=== fft_sequencer ===
### Cell sizes after repair, fft_sequencer

Drawn at 4 px/um.
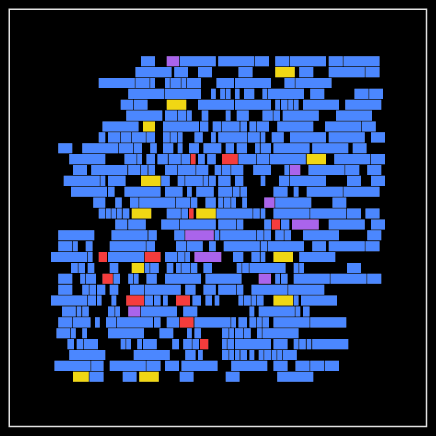
### Logic cells by family, fft_sequencer

Drawn at 4 px/um.
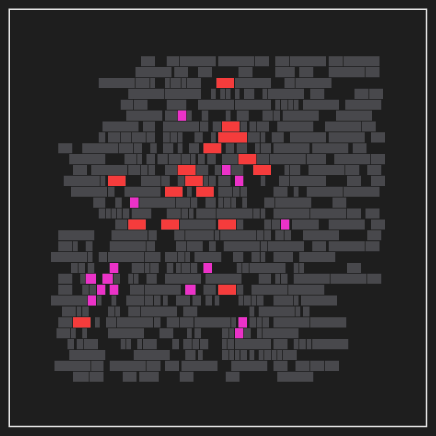
### I/O nets highlighted, fft_sequencer

Drawn at 3 px/um.
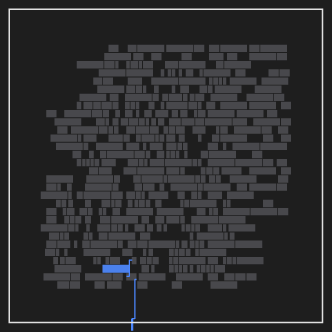
[src/rtl/fft_pkg.sv]
// Shared types and constants for the 64-point FFT sequencer.
package fft_pkg;

   localparam int unsigned N_LOG2 = 6;
   localparam int unsigned N      = 64;

   typedef logic [N_LOG2-1:0] addr_t;
   typedef logic [N_LOG2-2:0] tw_idx_t;
   typedef logic [N_LOG2-2:0] bf_idx_t;
   typedef logic [2:0]        stage_t;

   typedef enum logic [2:0] {
      StIdle,
      StLoad,
      StRun,
      StDrain,
      StUnload
   } state_e;

   // One writeback pipeline slot: strobe plus both butterfly addresses.
   typedef struct packed {
      logic  en;
      addr_t a;
      addr_t b;
   } wb_t;

   function automatic addr_t bit_reverse(addr_t v);
      addr_t r;
      for (int i = 0; i < N_LOG2; i++) begin
         r[i] = v[N_LOG2-1-i];
      end
      return r;
   endfunction

endpackage

[src/rtl/fft_bf_addr.sv]
// Radix-2 DIT butterfly address generator: (stage, k) -> operand pair and twiddle.
module fft_bf_addr
   import fft_pkg::*;
(
   input  stage_t  stage_i,
   input  bf_idx_t k_i,
   output addr_t   addr_a_o,
   output addr_t   addr_b_o,
   output tw_idx_t tw_idx_o
);

   addr_t span;
   addr_t pos;
   addr_t grp;
   addr_t base;

   // span = 2^stage; k splits into group (upper bits) and position within the group.
   always_comb begin
      span     = addr_t'(1) << stage_i;
      pos      = {1'b0, k_i} & (span - addr_t'(1));
      grp      = {1'b0, k_i} >> stage_i;
      base     = (grp << stage_i) << 1;
      addr_a_o = base | pos;
      addr_b_o = (base | pos) + span;
      tw_idx_o = tw_idx_t'(pos << (3'd5 - stage_i));
   end

endmodule

[src/rtl/fft_sequencer.sv]
// Control sequencer for an in-place 64-point FFT: load, 6 butterfly stages, unload.
module fft_sequencer
   import fft_pkg::*;
#(
   parameter int unsigned BF_LAT = 2
) (
   input  logic              clk,
   input  logic              rst,
   input  logic              start,
   output logic              busy,
   output logic              done,
   input  logic              in_valid,
   output logic              in_ready,
   output logic              ld_we,
   output logic [N_LOG2-1:0] ld_addr,
   output logic              bf_en,
   output logic [N_LOG2-1:0] bf_addr_a,
   output logic [N_LOG2-1:0] bf_addr_b,
   output logic [N_LOG2-2:0] tw_idx,
   output logic [2:0]        stage,
   output logic              wb_en,
   output logic [N_LOG2-1:0] wb_addr_a,
   output logic [N_LOG2-1:0] wb_addr_b,
   output logic              out_valid,
   input  logic              out_ready,
   output logic [N_LOG2-1:0] rd_addr
);

   state_e  state_q;
   addr_t   n_q;
   bf_idx_t k_q;
   stage_t  stg_q;
   logic [2:0] d_q;

   logic    busy_q, done_q, in_ready_q, ld_we_q, bf_en_q, out_valid_q;
   addr_t   ld_addr_q, bf_addr_a_q, bf_addr_b_q, rd_addr_q;
   tw_idx_t tw_idx_q;
   stage_t  stage_q;

   addr_t   gen_a, gen_b;
   tw_idx_t gen_tw;

   wb_t wb_pipe_q [BF_LAT];

   fft_bf_addr u_bf_addr (
      .stage_i  (stg_q),
      .k_i      (k_q),
      .addr_a_o (gen_a),
      .addr_b_o (gen_b),
      .tw_idx_o (gen_tw)
   );

   // Main FSM; every output is a register updated alongside the state.
   always_ff @(posedge clk or negedge rst) begin
      if (!rst) begin
         state_q     <= StIdle;
         n_q         <= '0;
         k_q         <= '0;
         stg_q       <= '0;
         d_q         <= '0;
         busy_q      <= 1'b0;
         done_q      <= 1'b0;
         in_ready_q  <= 1'b0;
         ld_we_q     <= 1'b0;
         ld_addr_q   <= '0;
         bf_en_q     <= 1'b0;
         bf_addr_a_q <= '0;
         bf_addr_b_q <= '0;
         tw_idx_q    <= '0;
         stage_q     <= '0;
         out_valid_q <= 1'b0;
         rd_addr_q   <= '0;
      end else begin
         done_q  <= 1'b0;
         ld_we_q <= 1'b0;
         unique case (state_q)
            StIdle: begin
               if (start) begin
                  state_q    <= StLoad;
                  busy_q     <= 1'b1;
                  in_ready_q <= 1'b1;
                  n_q        <= '0;
               end
            end
            StLoad: begin
               // A stalled cycle leaves ld_addr holding the last written address.
               if (in_valid) begin
                  ld_we_q   <= 1'b1;
                  ld_addr_q <= bit_reverse(n_q);
                  n_q       <= n_q + addr_t'(1);
                  if (n_q == addr_t'(N - 1)) begin
                     state_q    <= StRun;
                     in_ready_q <= 1'b0;
                     stg_q      <= '0;
                     k_q        <= '0;
                  end
               end
            end
            StRun: begin
               ld_addr_q   <= '0;
               bf_en_q     <= 1'b1;
               bf_addr_a_q <= gen_a;
               bf_addr_b_q <= gen_b;
               tw_idx_q    <= gen_tw;
               stage_q     <= stg_q;
               k_q         <= k_q + bf_idx_t'(1);
               if (k_q == bf_idx_t'(N / 2 - 1)) begin
                  state_q <= StDrain;
                  d_q     <= '0;
               end
            end
            StDrain: begin
               // Idle issue slots let the last writebacks of this stage land.
               bf_en_q     <= 1'b0;
               bf_addr_a_q <= '0;
               bf_addr_b_q <= '0;
               tw_idx_q    <= '0;
               if (d_q == 3'(BF_LAT - 1)) begin
                  d_q <= '0;
                  if (stg_q == stage_t'(N_LOG2 - 1)) begin
                     state_q     <= StUnload;
                     stg_q       <= '0;
                     stage_q     <= '0;
                     out_valid_q <= 1'b1;
                     rd_addr_q   <= '0;
                  end else begin
                     state_q <= StRun;
                     stg_q   <= stg_q + stage_t'(1);
                     k_q     <= '0;
                  end
               end else begin
                  d_q <= d_q + 3'd1;
               end
            end
            StUnload: begin
               if (out_ready) begin
                  if (rd_addr_q == addr_t'(N - 1)) begin
                     state_q     <= StIdle;
                     done_q      <= 1'b1;
                     busy_q      <= 1'b0;
                     out_valid_q <= 1'b0;
                     rd_addr_q   <= '0;
                  end else begin
                     rd_addr_q <= rd_addr_q + addr_t'(1);
                  end
               end
            end
            default: state_q <= StIdle;
         endcase
      end
   end

   // Writeback shift pipeline: issue strobe/addresses delayed by BF_LAT cycles.
   always_ff @(posedge clk or negedge rst) begin
      if (!rst) begin
         for (int unsigned i = 0; i < BF_LAT; i++) begin
            wb_pipe_q[i] <= '0;
         end
      end else begin
         wb_pipe_q[0] <= '{en: bf_en_q, a: bf_addr_a_q, b: bf_addr_b_q};
         for (int unsigned i = 1; i < BF_LAT; i++) begin
            wb_pipe_q[i] <= wb_pipe_q[i-1];
         end
      end
   end

   assign busy      = busy_q;
   assign done      = done_q;
   assign in_ready  = in_ready_q;
   assign ld_we     = ld_we_q;
   assign ld_addr   = ld_addr_q;
   assign bf_en     = bf_en_q;
   assign bf_addr_a = bf_addr_a_q;
   assign bf_addr_b = bf_addr_b_q;
   assign tw_idx    = tw_idx_q;
   assign stage     = stage_q;
   assign wb_en     = wb_pipe_q[BF_LAT-1].en;
   assign wb_addr_a = wb_pipe_q[BF_LAT-1].a;
   assign wb_addr_b = wb_pipe_q[BF_LAT-1].b;
   assign out_valid = out_valid_q;
   assign rd_addr   = rd_addr_q;

endmodule

[config.mk]
export PLATFORM = sky130hd
export DESIGN_NAME = fft_sequencer
export DESIGN_NICKNAME = d
export VERILOG_FILES = /design/src/rtl/fft_pkg.sv /design/src/rtl/fft_bf_addr.sv /design/src/rtl/fft_sequencer.sv
export SDC_FILE = /design/constraint.sdc
export NUM_CORES = 1
export LEC_CHECK = 0
export CORE_MARGIN = 10
export CORE_UTILIZATION = 55
export CTS_CLUSTER_SIZE = 30
export DETAILED_ROUTE_END_ITERATION = 10
export PLACE_DENSITY = 0.81
export RECOVER_POWER = 50
export SLEW_MARGIN = 20
export SYNTH_ARGS = -nofsm -noshare
export SYNTH_HDL_FRONTEND = slang
export SYNTH_SLANG_ARGS = --single-unit
export TNS_END_PERCENT = 1
[constraint.sdc]
create_clock -name clk -period 5.76 [get_ports clk]
set_input_delay 1.152 -clock clk [delete_from_list [all_inputs] [get_ports clk]]
set_output_delay 1.152 -clock clk [all_outputs]
set_load 0.1 [all_outputs]
==> results.toml <==
# yosys + openroad results
[status]
status = "completed"

[logic_synthesis]
ys_async_sr_fraction = 1.00
most_common_cell = "dfrtp_1"
yosys-top-cells-area = "dfrtp_1 (54%), nand2_1 (5.2%), ha_1 (4.8%)"
avgSynthCellArea_sq_um = 10.5
ys_seq_share = 0.543
edf_count = 0
yosysUniqueCellTypes = 57

[pwr]
power.total_mw = 2.04
power_density_mw_per_mm2 = 447
seq_cell_power_mw = 0.795
ir_worst_vdd_uv = 235
p_clk_frac = 0.191

[placement]
routabilityCongestion = 0.875
dpl.hpwl_mm = 5.75

[timing]
finalHoldViolations = 0
fin_tns_setup_ns = 0
final.period_utilization = 0.564

[worst_setup_path]
cpMaxStageDelayCell = "dfrtp_1"
arrival_ns = 3.48
cp_common_cell = "ha_1"
r2r_slack_ns = 2.51
critical_path_class = "flip-flop to flip-flop"

[clock_network]
clk_pin_slew_ns = 0.09
cts_buffers = 9
cts_hold_buf = 0
h-tree-depth = 3
root_buffer = "clkbuf_8"
cts_max_path_buffers = 2

[floorplan]
floorplan.core_util = 0.567
io_pins = 56

[global_routing]
grt_pass1_wl_mm = 13.4
overflow = 0
antenna_found_initial = 0

[routing]
drt-met1-wl_mm = 3.58
drt-vias-per-instance = 5.56
top_layer_used = "met4"

[hold_path]
hold_path.class = "flip-flop to flip-flop"
Notes on 'Cell sizes after repair' of fft_sequencer above:
size	colour	cells	most used
x1 and smaller	blue	381	dfrtp_1
x2	red	11	nor2_2
x3 and x4	purple	8	clkinv_4
x6 and larger	yellow	12	clkbuf_8

Notes on 'Logic cells by family' of fft_sequencer above:
family	colour	cells	most used
fa/ha/maj cells	red	16	ha_1
and/or cells	magenta	15	and3_1
Commonest Layout Cell: dfrtp_1
Comb/total area: 0.345
fin cells: 508

Notes on 'I/O nets highlighted' of fft_sequencer above:
port	colour	direction	end cells	buffers	wire
`busy`	blue	output	1	1	22.4 um

## kinds of logic (layout without fill, tap and decap cells)
kind of cell	Yosys count	in the layout	share of synthesized area
simple gates	127	127	0.171
compound gates	90	90	0.147
flops	84	84	0.543
buf+inv	36	80	0.0501
fa+ha+maj	16	16	0.0536
xor+xnor	7	7	0.0158
mux	7	7	0.0191
other cells	1	1	0.000968
## final timing paths
path,to,cells after the start,from
worst min register to register,wb_en,0,wb_pipe_q[25]
worst max-delay path,bf_addr_b[5],13,stg_q[0]
worst max register to register,bf_addr_b[5],13,stg_q[0]
min in group asynchronous,rd_addr[0],1,rst
worst min-delay path,wb_en,0,wb_pipe_q[25]
max in group asynchronous,wb_addr_a[4],1,rst
## cell type report
type                       count  area (sq um)
tap                           96           120
fill                         525          2260
clock inverter                 7          58.8
inverter                       9          33.8
timing repair buffer          55           552
multi-input combinational    248          1580
clock buffer                   9           124
sequential                    84          2100
## critical path: cells and delay by family (launching register included)
kind                       cells  cell delay [ns]
muxes                          1             0.36
and+or+nand+nor                4             0.42
AOI/OAI and AO/OA              3             0.56
xor gates and xnor gates       1             0.16
adders and majority gates      3             0.82
DFF                            1             0.63
buffers and inverters          1             0.19

=== stack_seq ===
`src/rtl/stack_seq.sv`:
```
// stack_seq: op sequencer in front of one Forth stack (push/pop/replace/dup/swap/over).
// Depth tracking and overflow/underflow rejection enabled by defining STACK_SEQ_GUARD_EN.
module stack_seq #(
    parameter int saddr_width = 8,
    parameter int width       = 16
) (
    input  logic                   clk,
    input  logic                   reset,
    input  logic                   wait_state,
    input  logic                   req_valid,
    output logic                   req_ready,
    input  logic [2:0]             req_op,
    input  logic [width-1:0]       req_data,
    output logic                   rsp_valid,
    output logic [width-1:0]       rsp_data,
    output logic                   rsp_err,
    output logic                   err_sticky,
    output logic [saddr_width:0]   depth,
    output logic                   stk_wait,
    output logic [width-1:0]       stk_D,
    output logic                   stk_dec,
    output logic                   stk_change,
    output logic                   stk_update,
    input  logic [width-1:0]       stk_Q
);

    typedef enum logic [1:0] {
        IDLE,
        S1,
        S2
    } state_t;

    localparam logic [2:0] OP_PUSH = 3'd1;
    localparam logic [2:0] OP_POP  = 3'd2;
    localparam logic [2:0] OP_REP  = 3'd3;
    localparam logic [2:0] OP_DUP  = 3'd4;
    localparam logic [2:0] OP_SWAP = 3'd5;
    localparam logic [2:0] OP_OVER = 3'd6;

    state_t           state_q, state_n;
    logic             swap_q, swap_n;
    logic [width-1:0] tmp_q, tmp_n;
    logic [width-1:0] tmp2_q, tmp2_n;
    logic [width-1:0] rsp_data_q, rsp_data_n;
    logic             rsp_valid_q, rsp_valid_n;
    logic             accept;
    logic             rej;

    assign stk_wait  = wait_state;
    assign req_ready = (state_q == IDLE) && !wait_state;
    assign accept    = req_valid && req_ready;
    assign rsp_valid = rsp_valid_q;
    assign rsp_data  = rsp_data_q;

`ifdef STACK_SEQ_GUARD_EN
    localparam logic [saddr_width:0] CAP = {1'b1, {saddr_width{1'b0}}};
    localparam logic [saddr_width:0] ONE = (saddr_width+1)'(1);
    localparam logic [saddr_width:0] TWO = (saddr_width+1)'(2);

    logic [saddr_width:0] depth_q, depth_n;
    logic                 rsp_err_q, sticky_q;
    logic                 full, empty, lt2;

    assign full       = depth_q == CAP;
    assign empty      = depth_q == '0;
    assign lt2        = depth_q < TWO;
    assign depth      = depth_q;
    assign rsp_err    = rsp_err_q;
    assign err_sticky = sticky_q;

    always_comb begin
        rej = 1'b0;
        case (req_op)
            OP_PUSH:        rej = full;
            OP_POP, OP_REP: rej = empty;
            OP_DUP:         rej = empty | full;
            OP_SWAP:        rej = lt2;
            OP_OVER:        rej = lt2 | full;
            default:        rej = 1'b0;
        endcase
    end

    // Depth moves only on the last execution cycle of an op.
    always_comb begin
        depth_n = depth_q;
        if (accept && !rej) begin
            if (req_op == OP_PUSH || req_op == OP_DUP)
                depth_n = depth_q + ONE;
            else if (req_op == OP_POP)
                depth_n = depth_q - ONE;
        end else if (state_q == S2 && !swap_q) begin
            depth_n = depth_q + ONE;
        end
    end

    always_ff @(posedge clk) begin
        if (reset) begin
            depth_q   <= '0;
            rsp_err_q <= 1'b0;
            sticky_q  <= 1'b0;
        end else if (!wait_state) begin
            depth_q   <= depth_n;
            rsp_err_q <= accept && rej;
            if (accept && rej)
                sticky_q <= 1'b1;
        end
    end
`else
    assign rej        = 1'b0;
    assign depth      = '0;
    assign rsp_err    = 1'b0;
    assign err_sticky = 1'b0;
`endif

    always_comb begin
        state_n     = state_q;
        swap_n      = swap_q;
        tmp_n       = tmp_q;
        tmp2_n      = tmp2_q;
        rsp_valid_n = 1'b0;
        rsp_data_n  = rsp_data_q;
        stk_D       = '0;
        stk_dec     = 1'b0;
        stk_change  = 1'b0;
        stk_update  = 1'b0;
        unique case (state_q)
            IDLE: begin
                if (accept) begin
                    rsp_valid_n = 1'b1;
                    if (rej) begin
                        rsp_data_n = '0;
                    end else begin
                        case (req_op)
                            OP_PUSH: begin
                                stk_change = 1'b1;
                                stk_update = 1'b1;
                                stk_D      = req_data;
                                rsp_data_n = req_data;
                            end
                            OP_POP: begin
                                stk_change = 1'b1;
                                stk_dec    = 1'b1;
                                rsp_data_n = stk_Q;
                            end
                            OP_REP: begin
                                stk_update = 1'b1;
                                stk_D      = req_data;
                                rsp_data_n = req_data;
                            end
                            OP_DUP: begin
                                stk_change = 1'b1;
                                stk_update = 1'b1;
                                stk_D      = stk_Q;
                                rsp_data_n = stk_Q;
                            end
                            OP_SWAP, OP_OVER: begin
                                // Pop T into tmp so N becomes readable.
                                stk_change  = 1'b1;
                                stk_dec     = 1'b1;
                                tmp_n       = stk_Q;
                                swap_n      = req_op == OP_SWAP;
                                state_n     = S1;
                                rsp_valid_n = 1'b0;
                            end
                            default: rsp_data_n = stk_Q;
                        endcase
                    end
                end
            end
            S1: begin
                tmp2_n     = stk_Q;
                stk_update = 1'b1;
                stk_D      = tmp_q;
                stk_change = !swap_q;
                state_n    = S2;
            end
            S2: begin
                stk_change  = 1'b1;
                stk_update  = 1'b1;
                stk_D       = tmp2_q;
                rsp_valid_n = 1'b1;
                rsp_data_n  = tmp2_q;
                state_n     = IDLE;
            end
            default: state_n = IDLE;
        endcase
    end

    always_ff @(posedge clk) begin
        if (reset) begin
            state_q     <= IDLE;
            swap_q      <= 1'b0;
            tmp_q       <= '0;
            tmp2_q      <= '0;
            rsp_valid_q <= 1'b0;
            rsp_data_q  <= '0;
        end else if (!wait_state) begin
            state_q     <= state_n;
            swap_q      <= swap_n;
            tmp_q       <= tmp_n;
            tmp2_q      <= tmp2_n;
            rsp_valid_q <= rsp_valid_n;
            rsp_data_q  <= rsp_data_n;
        end
    end

endmodule

```
`config.mk`:
```
export PLATFORM = sky130hd
export DESIGN_NAME = stack_seq
export DESIGN_NICKNAME = d
export VERILOG_FILES = /design/src/rtl/stack_seq.sv
export SDC_FILE = /design/constraint.sdc
export NUM_CORES = 1
export LEC_CHECK = 0
export CORE_AREA = 2 2 124 66
export DETAILED_ROUTE_END_ITERATION = 8
export DIE_AREA = 0 0 126 68
export MAX_ROUTING_LAYER = met4
export PLACE_DENSITY = 0.73
export SLEW_MARGIN = 20
export SYNTH_ARGS = -nofsm -noshare
export SYNTH_HDL_FRONTEND = slang
export SYNTH_SLANG_ARGS = --single-unit
export TNS_END_PERCENT = 50
```
`constraint.sdc`:
```
create_clock -name clk -period 3.2 [get_ports clk]
set_input_delay 0.8 -clock clk [delete_from_list [all_inputs] [get_ports clk]]
set_output_delay 0.8 -clock clk [all_outputs]
set_load 0.02 [all_outputs]
```
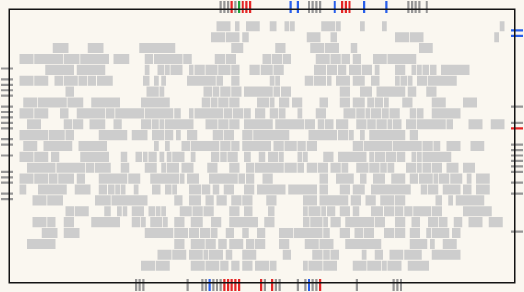
*I/O pins on the die edge, stack_seq*
Drawn at 4 px/um. Pins as bars across the die edge, other pins in grey.
port	colour	pins	direction	edge
`depth`	blue	9	output	5 north, 2 east, 2 south
`err_sticky`	green	1	output	north
`stk_D`	red	16	output	8 south, 7 north, 1 east
all pins by edge	30 south, 26 north, 18 west, 14 east

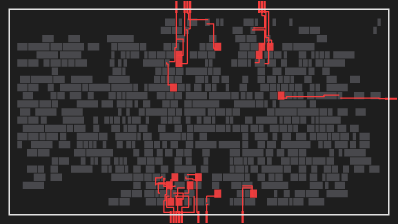
*I/O nets highlighted, stack_seq*
Drawn at 3 px/um.
port	colour	direction	end cells	buffers	wire
`stk_D`	red	output	16	16	338 um

==> results.toml <==
# yosys + openroad results
[logic_synthesis]
most_common_cell = "dfxtp_1"
muxShareOfSynthArea = 0.0673
ys_warn_count = 0
yosysUniqueCellTypes = 34
synth_top_area_share = 0.318

[finish]
sh_comb_area = 0.445
syn2layout_area_growth_pct = 34.2
bufAreaShareNonClock = 0.251
seq_share = 0.237

[floorplan]
floorplan.core_util = 0.431
num_tap_cells = 100

[routing]
met2_length_mm = 4.69
dr_wl_met3_mm = 1.16

[global_routing]
grtUsageTotal = 0.278

[worst_setup_path]
slowest_delay_ns = 0.57
arrival_ns = 2.37
crit_path_start_kind = "primary input"

[clock_network]
cts_resized = 19

[status]
status = "completed"
[through the flow]
step | hold WS (ns) | setup TNS [ns]
after CTS | 0.479 | 0
final | 0.475 | 0
after global routing | 0.491 | -0.0336
after floorplan | 0.449 | 0
after detailed placement | 0.467 | -4.88
after global placement | 0.457 | -4.27
[layout by cell type (no fill, tap or decap), drive strengths merged, types with 2 or more instances in the layout]
master	count
nand3b	2
a2111oi	16
clkdlybuf4s15	6
nand4	16
buf	51
clkbuf	15
mux2	16
o31ai	16
nor3	2
nor2b	36
nor2	19
conb	11
mux2i	4
ha	6
o22ai	17
nor4b	16
nand2	33
a22oi	32
o21ai	2
inv	7
dfxtp	52
clkdlybuf4s50	56
nand2b	7
dlygate4sd2	3
a21oi	36
[sequential cells by signal, indices dropped and copies added (netlist names)]
signal / cells
tmp_q: 16
swap_q: 1
rsp_valid: 1
tmp2_q: 16
state_q: 2
rsp_data: 16
[final timing paths]
check,start,slack [ns],to
worst min register to register,rsp_valid,0.47,rsp_valid
worst max register to register,state_q[0],0.71,rsp_data[0]
worst max-delay path,req_op[0],0.03,stk_D[4]
worst min-delay path,rsp_valid,0.47,rsp_valid

=== hour_bcd_counter ===
### I/O nets highlighted, hour_bcd_counter

Drawn at 6 px/um.
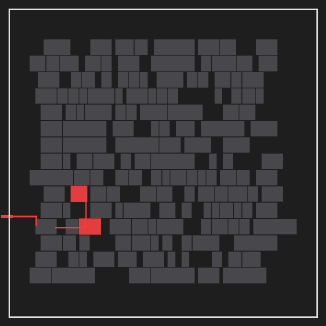
### I/O pins on the die edge, hour_bcd_counter

Drawn at 10 px/um. Pins as bars across the die edge, other pins in grey.
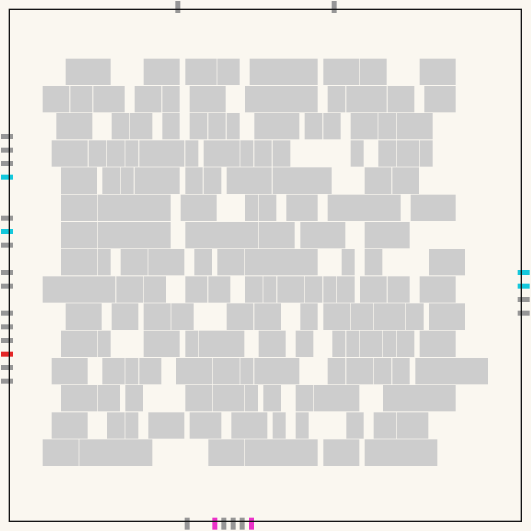
==> src/rtl/hour_bcd_counter.sv <==
// BCD hours counter with RUN/SET modes.
// Counts 00..MAX_HOUR on the minutes carry, supports manual advance and
// direct load while in SET, and provides a 12-hour view with a PM flag.
// A day_pulse marks the wrap back to 00 caused by the minutes carry only.
module hour_bcd_counter #(
    parameter int MAX_HOUR   = 23,
    parameter int RESET_HOUR = 0
) (
    input  logic       clk,
    input  logic       rst,
    input  logic       inc_pulse,
    input  logic       set_mode,
    input  logic       adj_pulse,
    input  logic       load_en,
    input  logic [1:0] load_ten,
    input  logic [3:0] load_unit,
    output logic [3:0] count_H_unit,
    output logic [1:0] count_H_ten,
    output logic       hr12_ten,
    output logic [3:0] hr12_unit,
    output logic       pm,
    output logic       day_pulse,
    output logic       load_err,
    output logic       in_set
);

    typedef enum logic {
        RUN = 1'b0,
        SET = 1'b1
    } state_t;

    localparam logic [1:0] RESET_TEN  = 2'(RESET_HOUR / 10);
    localparam logic [3:0] RESET_UNIT = 4'(RESET_HOUR % 10);
    localparam logic [5:0] MAX_VAL    = 6'(MAX_HOUR);

    state_t     state;
    logic [1:0] ten;
    logic [3:0] unit;
    logic [5:0] hour_val;
    logic [5:0] load_val;
    logic [5:0] h12_val;
    logic       at_max;
    logic       load_ok;
    logic [1:0] inc_ten;
    logic [3:0] inc_unit;

    // Binary views of the current and requested hour, used only for compares.
    assign hour_val = ({4'd0, ten} * 6'd10) + {2'd0, unit};
    assign load_val = ({4'd0, load_ten} * 6'd10) + {2'd0, load_unit};
    assign at_max   = (hour_val == MAX_VAL);
    assign load_ok  = (load_ten <= 2'd2) && (load_unit <= 4'd9) && (load_val <= MAX_VAL);

    // Next BCD value for a one-hour advance, wrapping after MAX_HOUR.
    always_comb begin
        inc_ten  = ten;
        inc_unit = unit;
        if (at_max) begin
            inc_ten  = 2'd0;
            inc_unit = 4'd0;
        end else if (unit == 4'd9) begin
            inc_unit = 4'd0;
            inc_ten  = ten + 2'd1;
        end else begin
            inc_unit = unit + 4'd1;
        end
    end

    // 12-hour decode of the registered hour: 00 shows as 12 AM, 12 as 12 PM.
    always_comb begin
        pm = (hour_val >= 6'd12);
        if (hour_val == 6'd0) begin
            h12_val = 6'd12;
        end else if (hour_val > 6'd12) begin
            h12_val = hour_val - 6'd12;
        end else begin
            h12_val = hour_val;
        end
        hr12_ten  = (h12_val >= 6'd10);
        hr12_unit = hr12_ten ? 4'(h12_val - 6'd10) : h12_val[3:0];
    end

    // Mode FSM, hour register and registered status pulses; actions use the current state.
    always_ff @(posedge clk) begin
        if (rst) begin
            state     <= RUN;
            ten       <= RESET_TEN;
            unit      <= RESET_UNIT;
            day_pulse <= 1'b0;
            load_err  <= 1'b0;
        end else begin
            day_pulse <= 1'b0;
            load_err  <= 1'b0;
            case (state)
                RUN: begin
                    if (inc_pulse) begin
                        ten       <= inc_ten;
                        unit      <= inc_unit;
                        day_pulse <= at_max;
                    end
                    if (set_mode) begin
                        state <= SET;
                    end
                end
                SET: begin
                    // The minutes carry is deliberately dropped while setting.
                    if (load_en) begin
                        if (load_ok) begin
                            ten  <= load_ten;
                            unit <= load_unit;
                        end else begin
                            load_err <= 1'b1;
                        end
                    end else if (adj_pulse) begin
                        ten  <= inc_ten;
                        unit <= inc_unit;
                    end
                    if (!set_mode) begin
                        state <= RUN;
                    end
                end
            endcase
        end
    end

    assign count_H_ten  = ten;
    assign count_H_unit = unit;
    assign in_set       = (state == SET);

endmodule

==> config.mk <==
export PLATFORM = sky130hd
export DESIGN_NAME = hour_bcd_counter
export DESIGN_NICKNAME = d
export VERILOG_FILES = /design/src/rtl/hour_bcd_counter.sv
export SDC_FILE = /design/constraint.sdc
export NUM_CORES = 1
export LEC_CHECK = 0
export CAP_MARGIN = 20
export CORE_MARGIN = 3
export CORE_UTILIZATION = 52
export DETAILED_ROUTE_END_ITERATION = 12
export HOLD_SLACK_MARGIN = 0.12
export PLACE_DENSITY = 0.84
export SLEW_MARGIN = 20
export SYNTH_ARGS = -nofsm -noshare
export SYNTH_HDL_FRONTEND = slang
export SYNTH_SLANG_ARGS = --single-unit
==> constraint.sdc <==
create_clock -name clk -period 8.8 [get_ports clk]
set_input_delay 1.76 -clock clk [delete_from_list [all_inputs] [get_ports clk]]
set_output_delay 1.76 -clock clk [all_outputs]
set_load 0.005 [all_outputs]
==> results.toml <==
# yosys + openroad results
[timing]
finalHoldViolations = 0
maxSlewHeadroom = 0.589

[logic_synthesis]
syn_inst = 134
edf_count = 0
ys_async_sr_fraction = 0
yosysTopAreaCell = "dfxtp_1"

[clock_network]
cts_hold_buf = 0
cts_resized = 0
clk_pin_slew_ns = 0.07

[worst_setup_path]
cp_top_family = "adder cells"
crit_buf_inv = 1

[global_routing]
antenna_found_initial = 0
grt.met2_usage = 0.363
grtUsageTotal = 0.216
grt_max_degree = 13
grt.busiest_layer = "met2"

[flow_run]
maxCapViolCount = 0

[routing]
final_antenna_net_count = 0
drt-met1-wl_mm = 1.20
met2_length_mm = 1.07
wl_per_cell_um = 13.2
routed-via-count = 1049

[floorplan]
dieWidth_um = 51.1

[finish]
finalNonFillerCells = 184
fin_nets = 184
fillers = 149
regArea_sq_um = 180

[pwr]
ir_worst_vdd_uv = 80.6

[placement]
place_ws_ns = 3.77

[status]
status = "completed"
Notes on 'I/O nets highlighted' of hour_bcd_counter above:
port	colour	direction	end cells	buffers	wire
`load_en`	red	input	3	1	16.4 um

Notes on 'I/O pins on the die edge' of hour_bcd_counter above:
port	colour	pins	direction	edge
`load_ten`	magenta	2	input	south
`load_en`	red	1	input	west
`count_H_unit`	cyan	4	output	2 west, 2 east

Yosys cell counts (all sizes together) (2+ instances only):
library cell  instances
a31oi                 2
a21o                  4
nand3                 6
fa                    2
nor3                  5
a21boi                2
buf                   2
a211oi                3
o21ai                 8
nor4                  2
nand2b                3
mux2i                 5
xor2                  2
nand3b                2
nor2b                 4
nor2                  6
inv                   9
o21a                  2
clkbuf                3
nor3b                 8
a21oi                15
dfxtp                 9
ha                   10
nand2                 9
final timing paths:
kind                   startpoint               to  slack (ns)  cells past startpoint
hold reg to reg   count_H_unit[3]  count_H_unit[3]        0.53                      2
setup reg to reg  count_H_unit[1]   count_H_ten[0]        5.98                     10
hold / removal    count_H_unit[3]  count_H_unit[3]        0.53                      2
setup / recovery  count_H_unit[1]     hr12_unit[2]        3.44                     11
cell type report:
type                    instances  area share
clock buffers                   3      0.0167
clock inverters                 1     0.00371
inverters                       9      0.0250
multi-input cells             111       0.605
flip-flops and latches          9       0.134
well taps                      25      0.0232
repair buffers                 26       0.193
report_power, final:
group	internal, mW	total (mW)	switching [mW]
Sequential	0.0425	0.0456	0.00310
Clock	0.0168	0.0322	0.0154
Combinational	0.0353	0.0635	0.0282
Total	0.0946	0.141	0.0467


## Gallery

Placement view.
Plate I
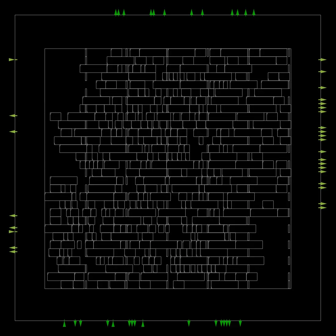
Plate II
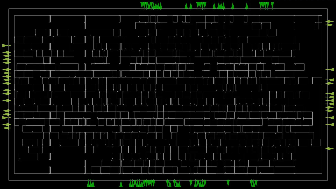
Plate III
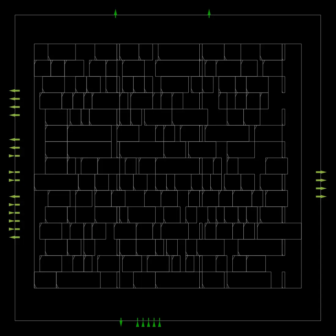
For stack_seq, see Plate II.
For fft_sequencer, see Plate I.
For hour_bcd_counter, see Plate III.

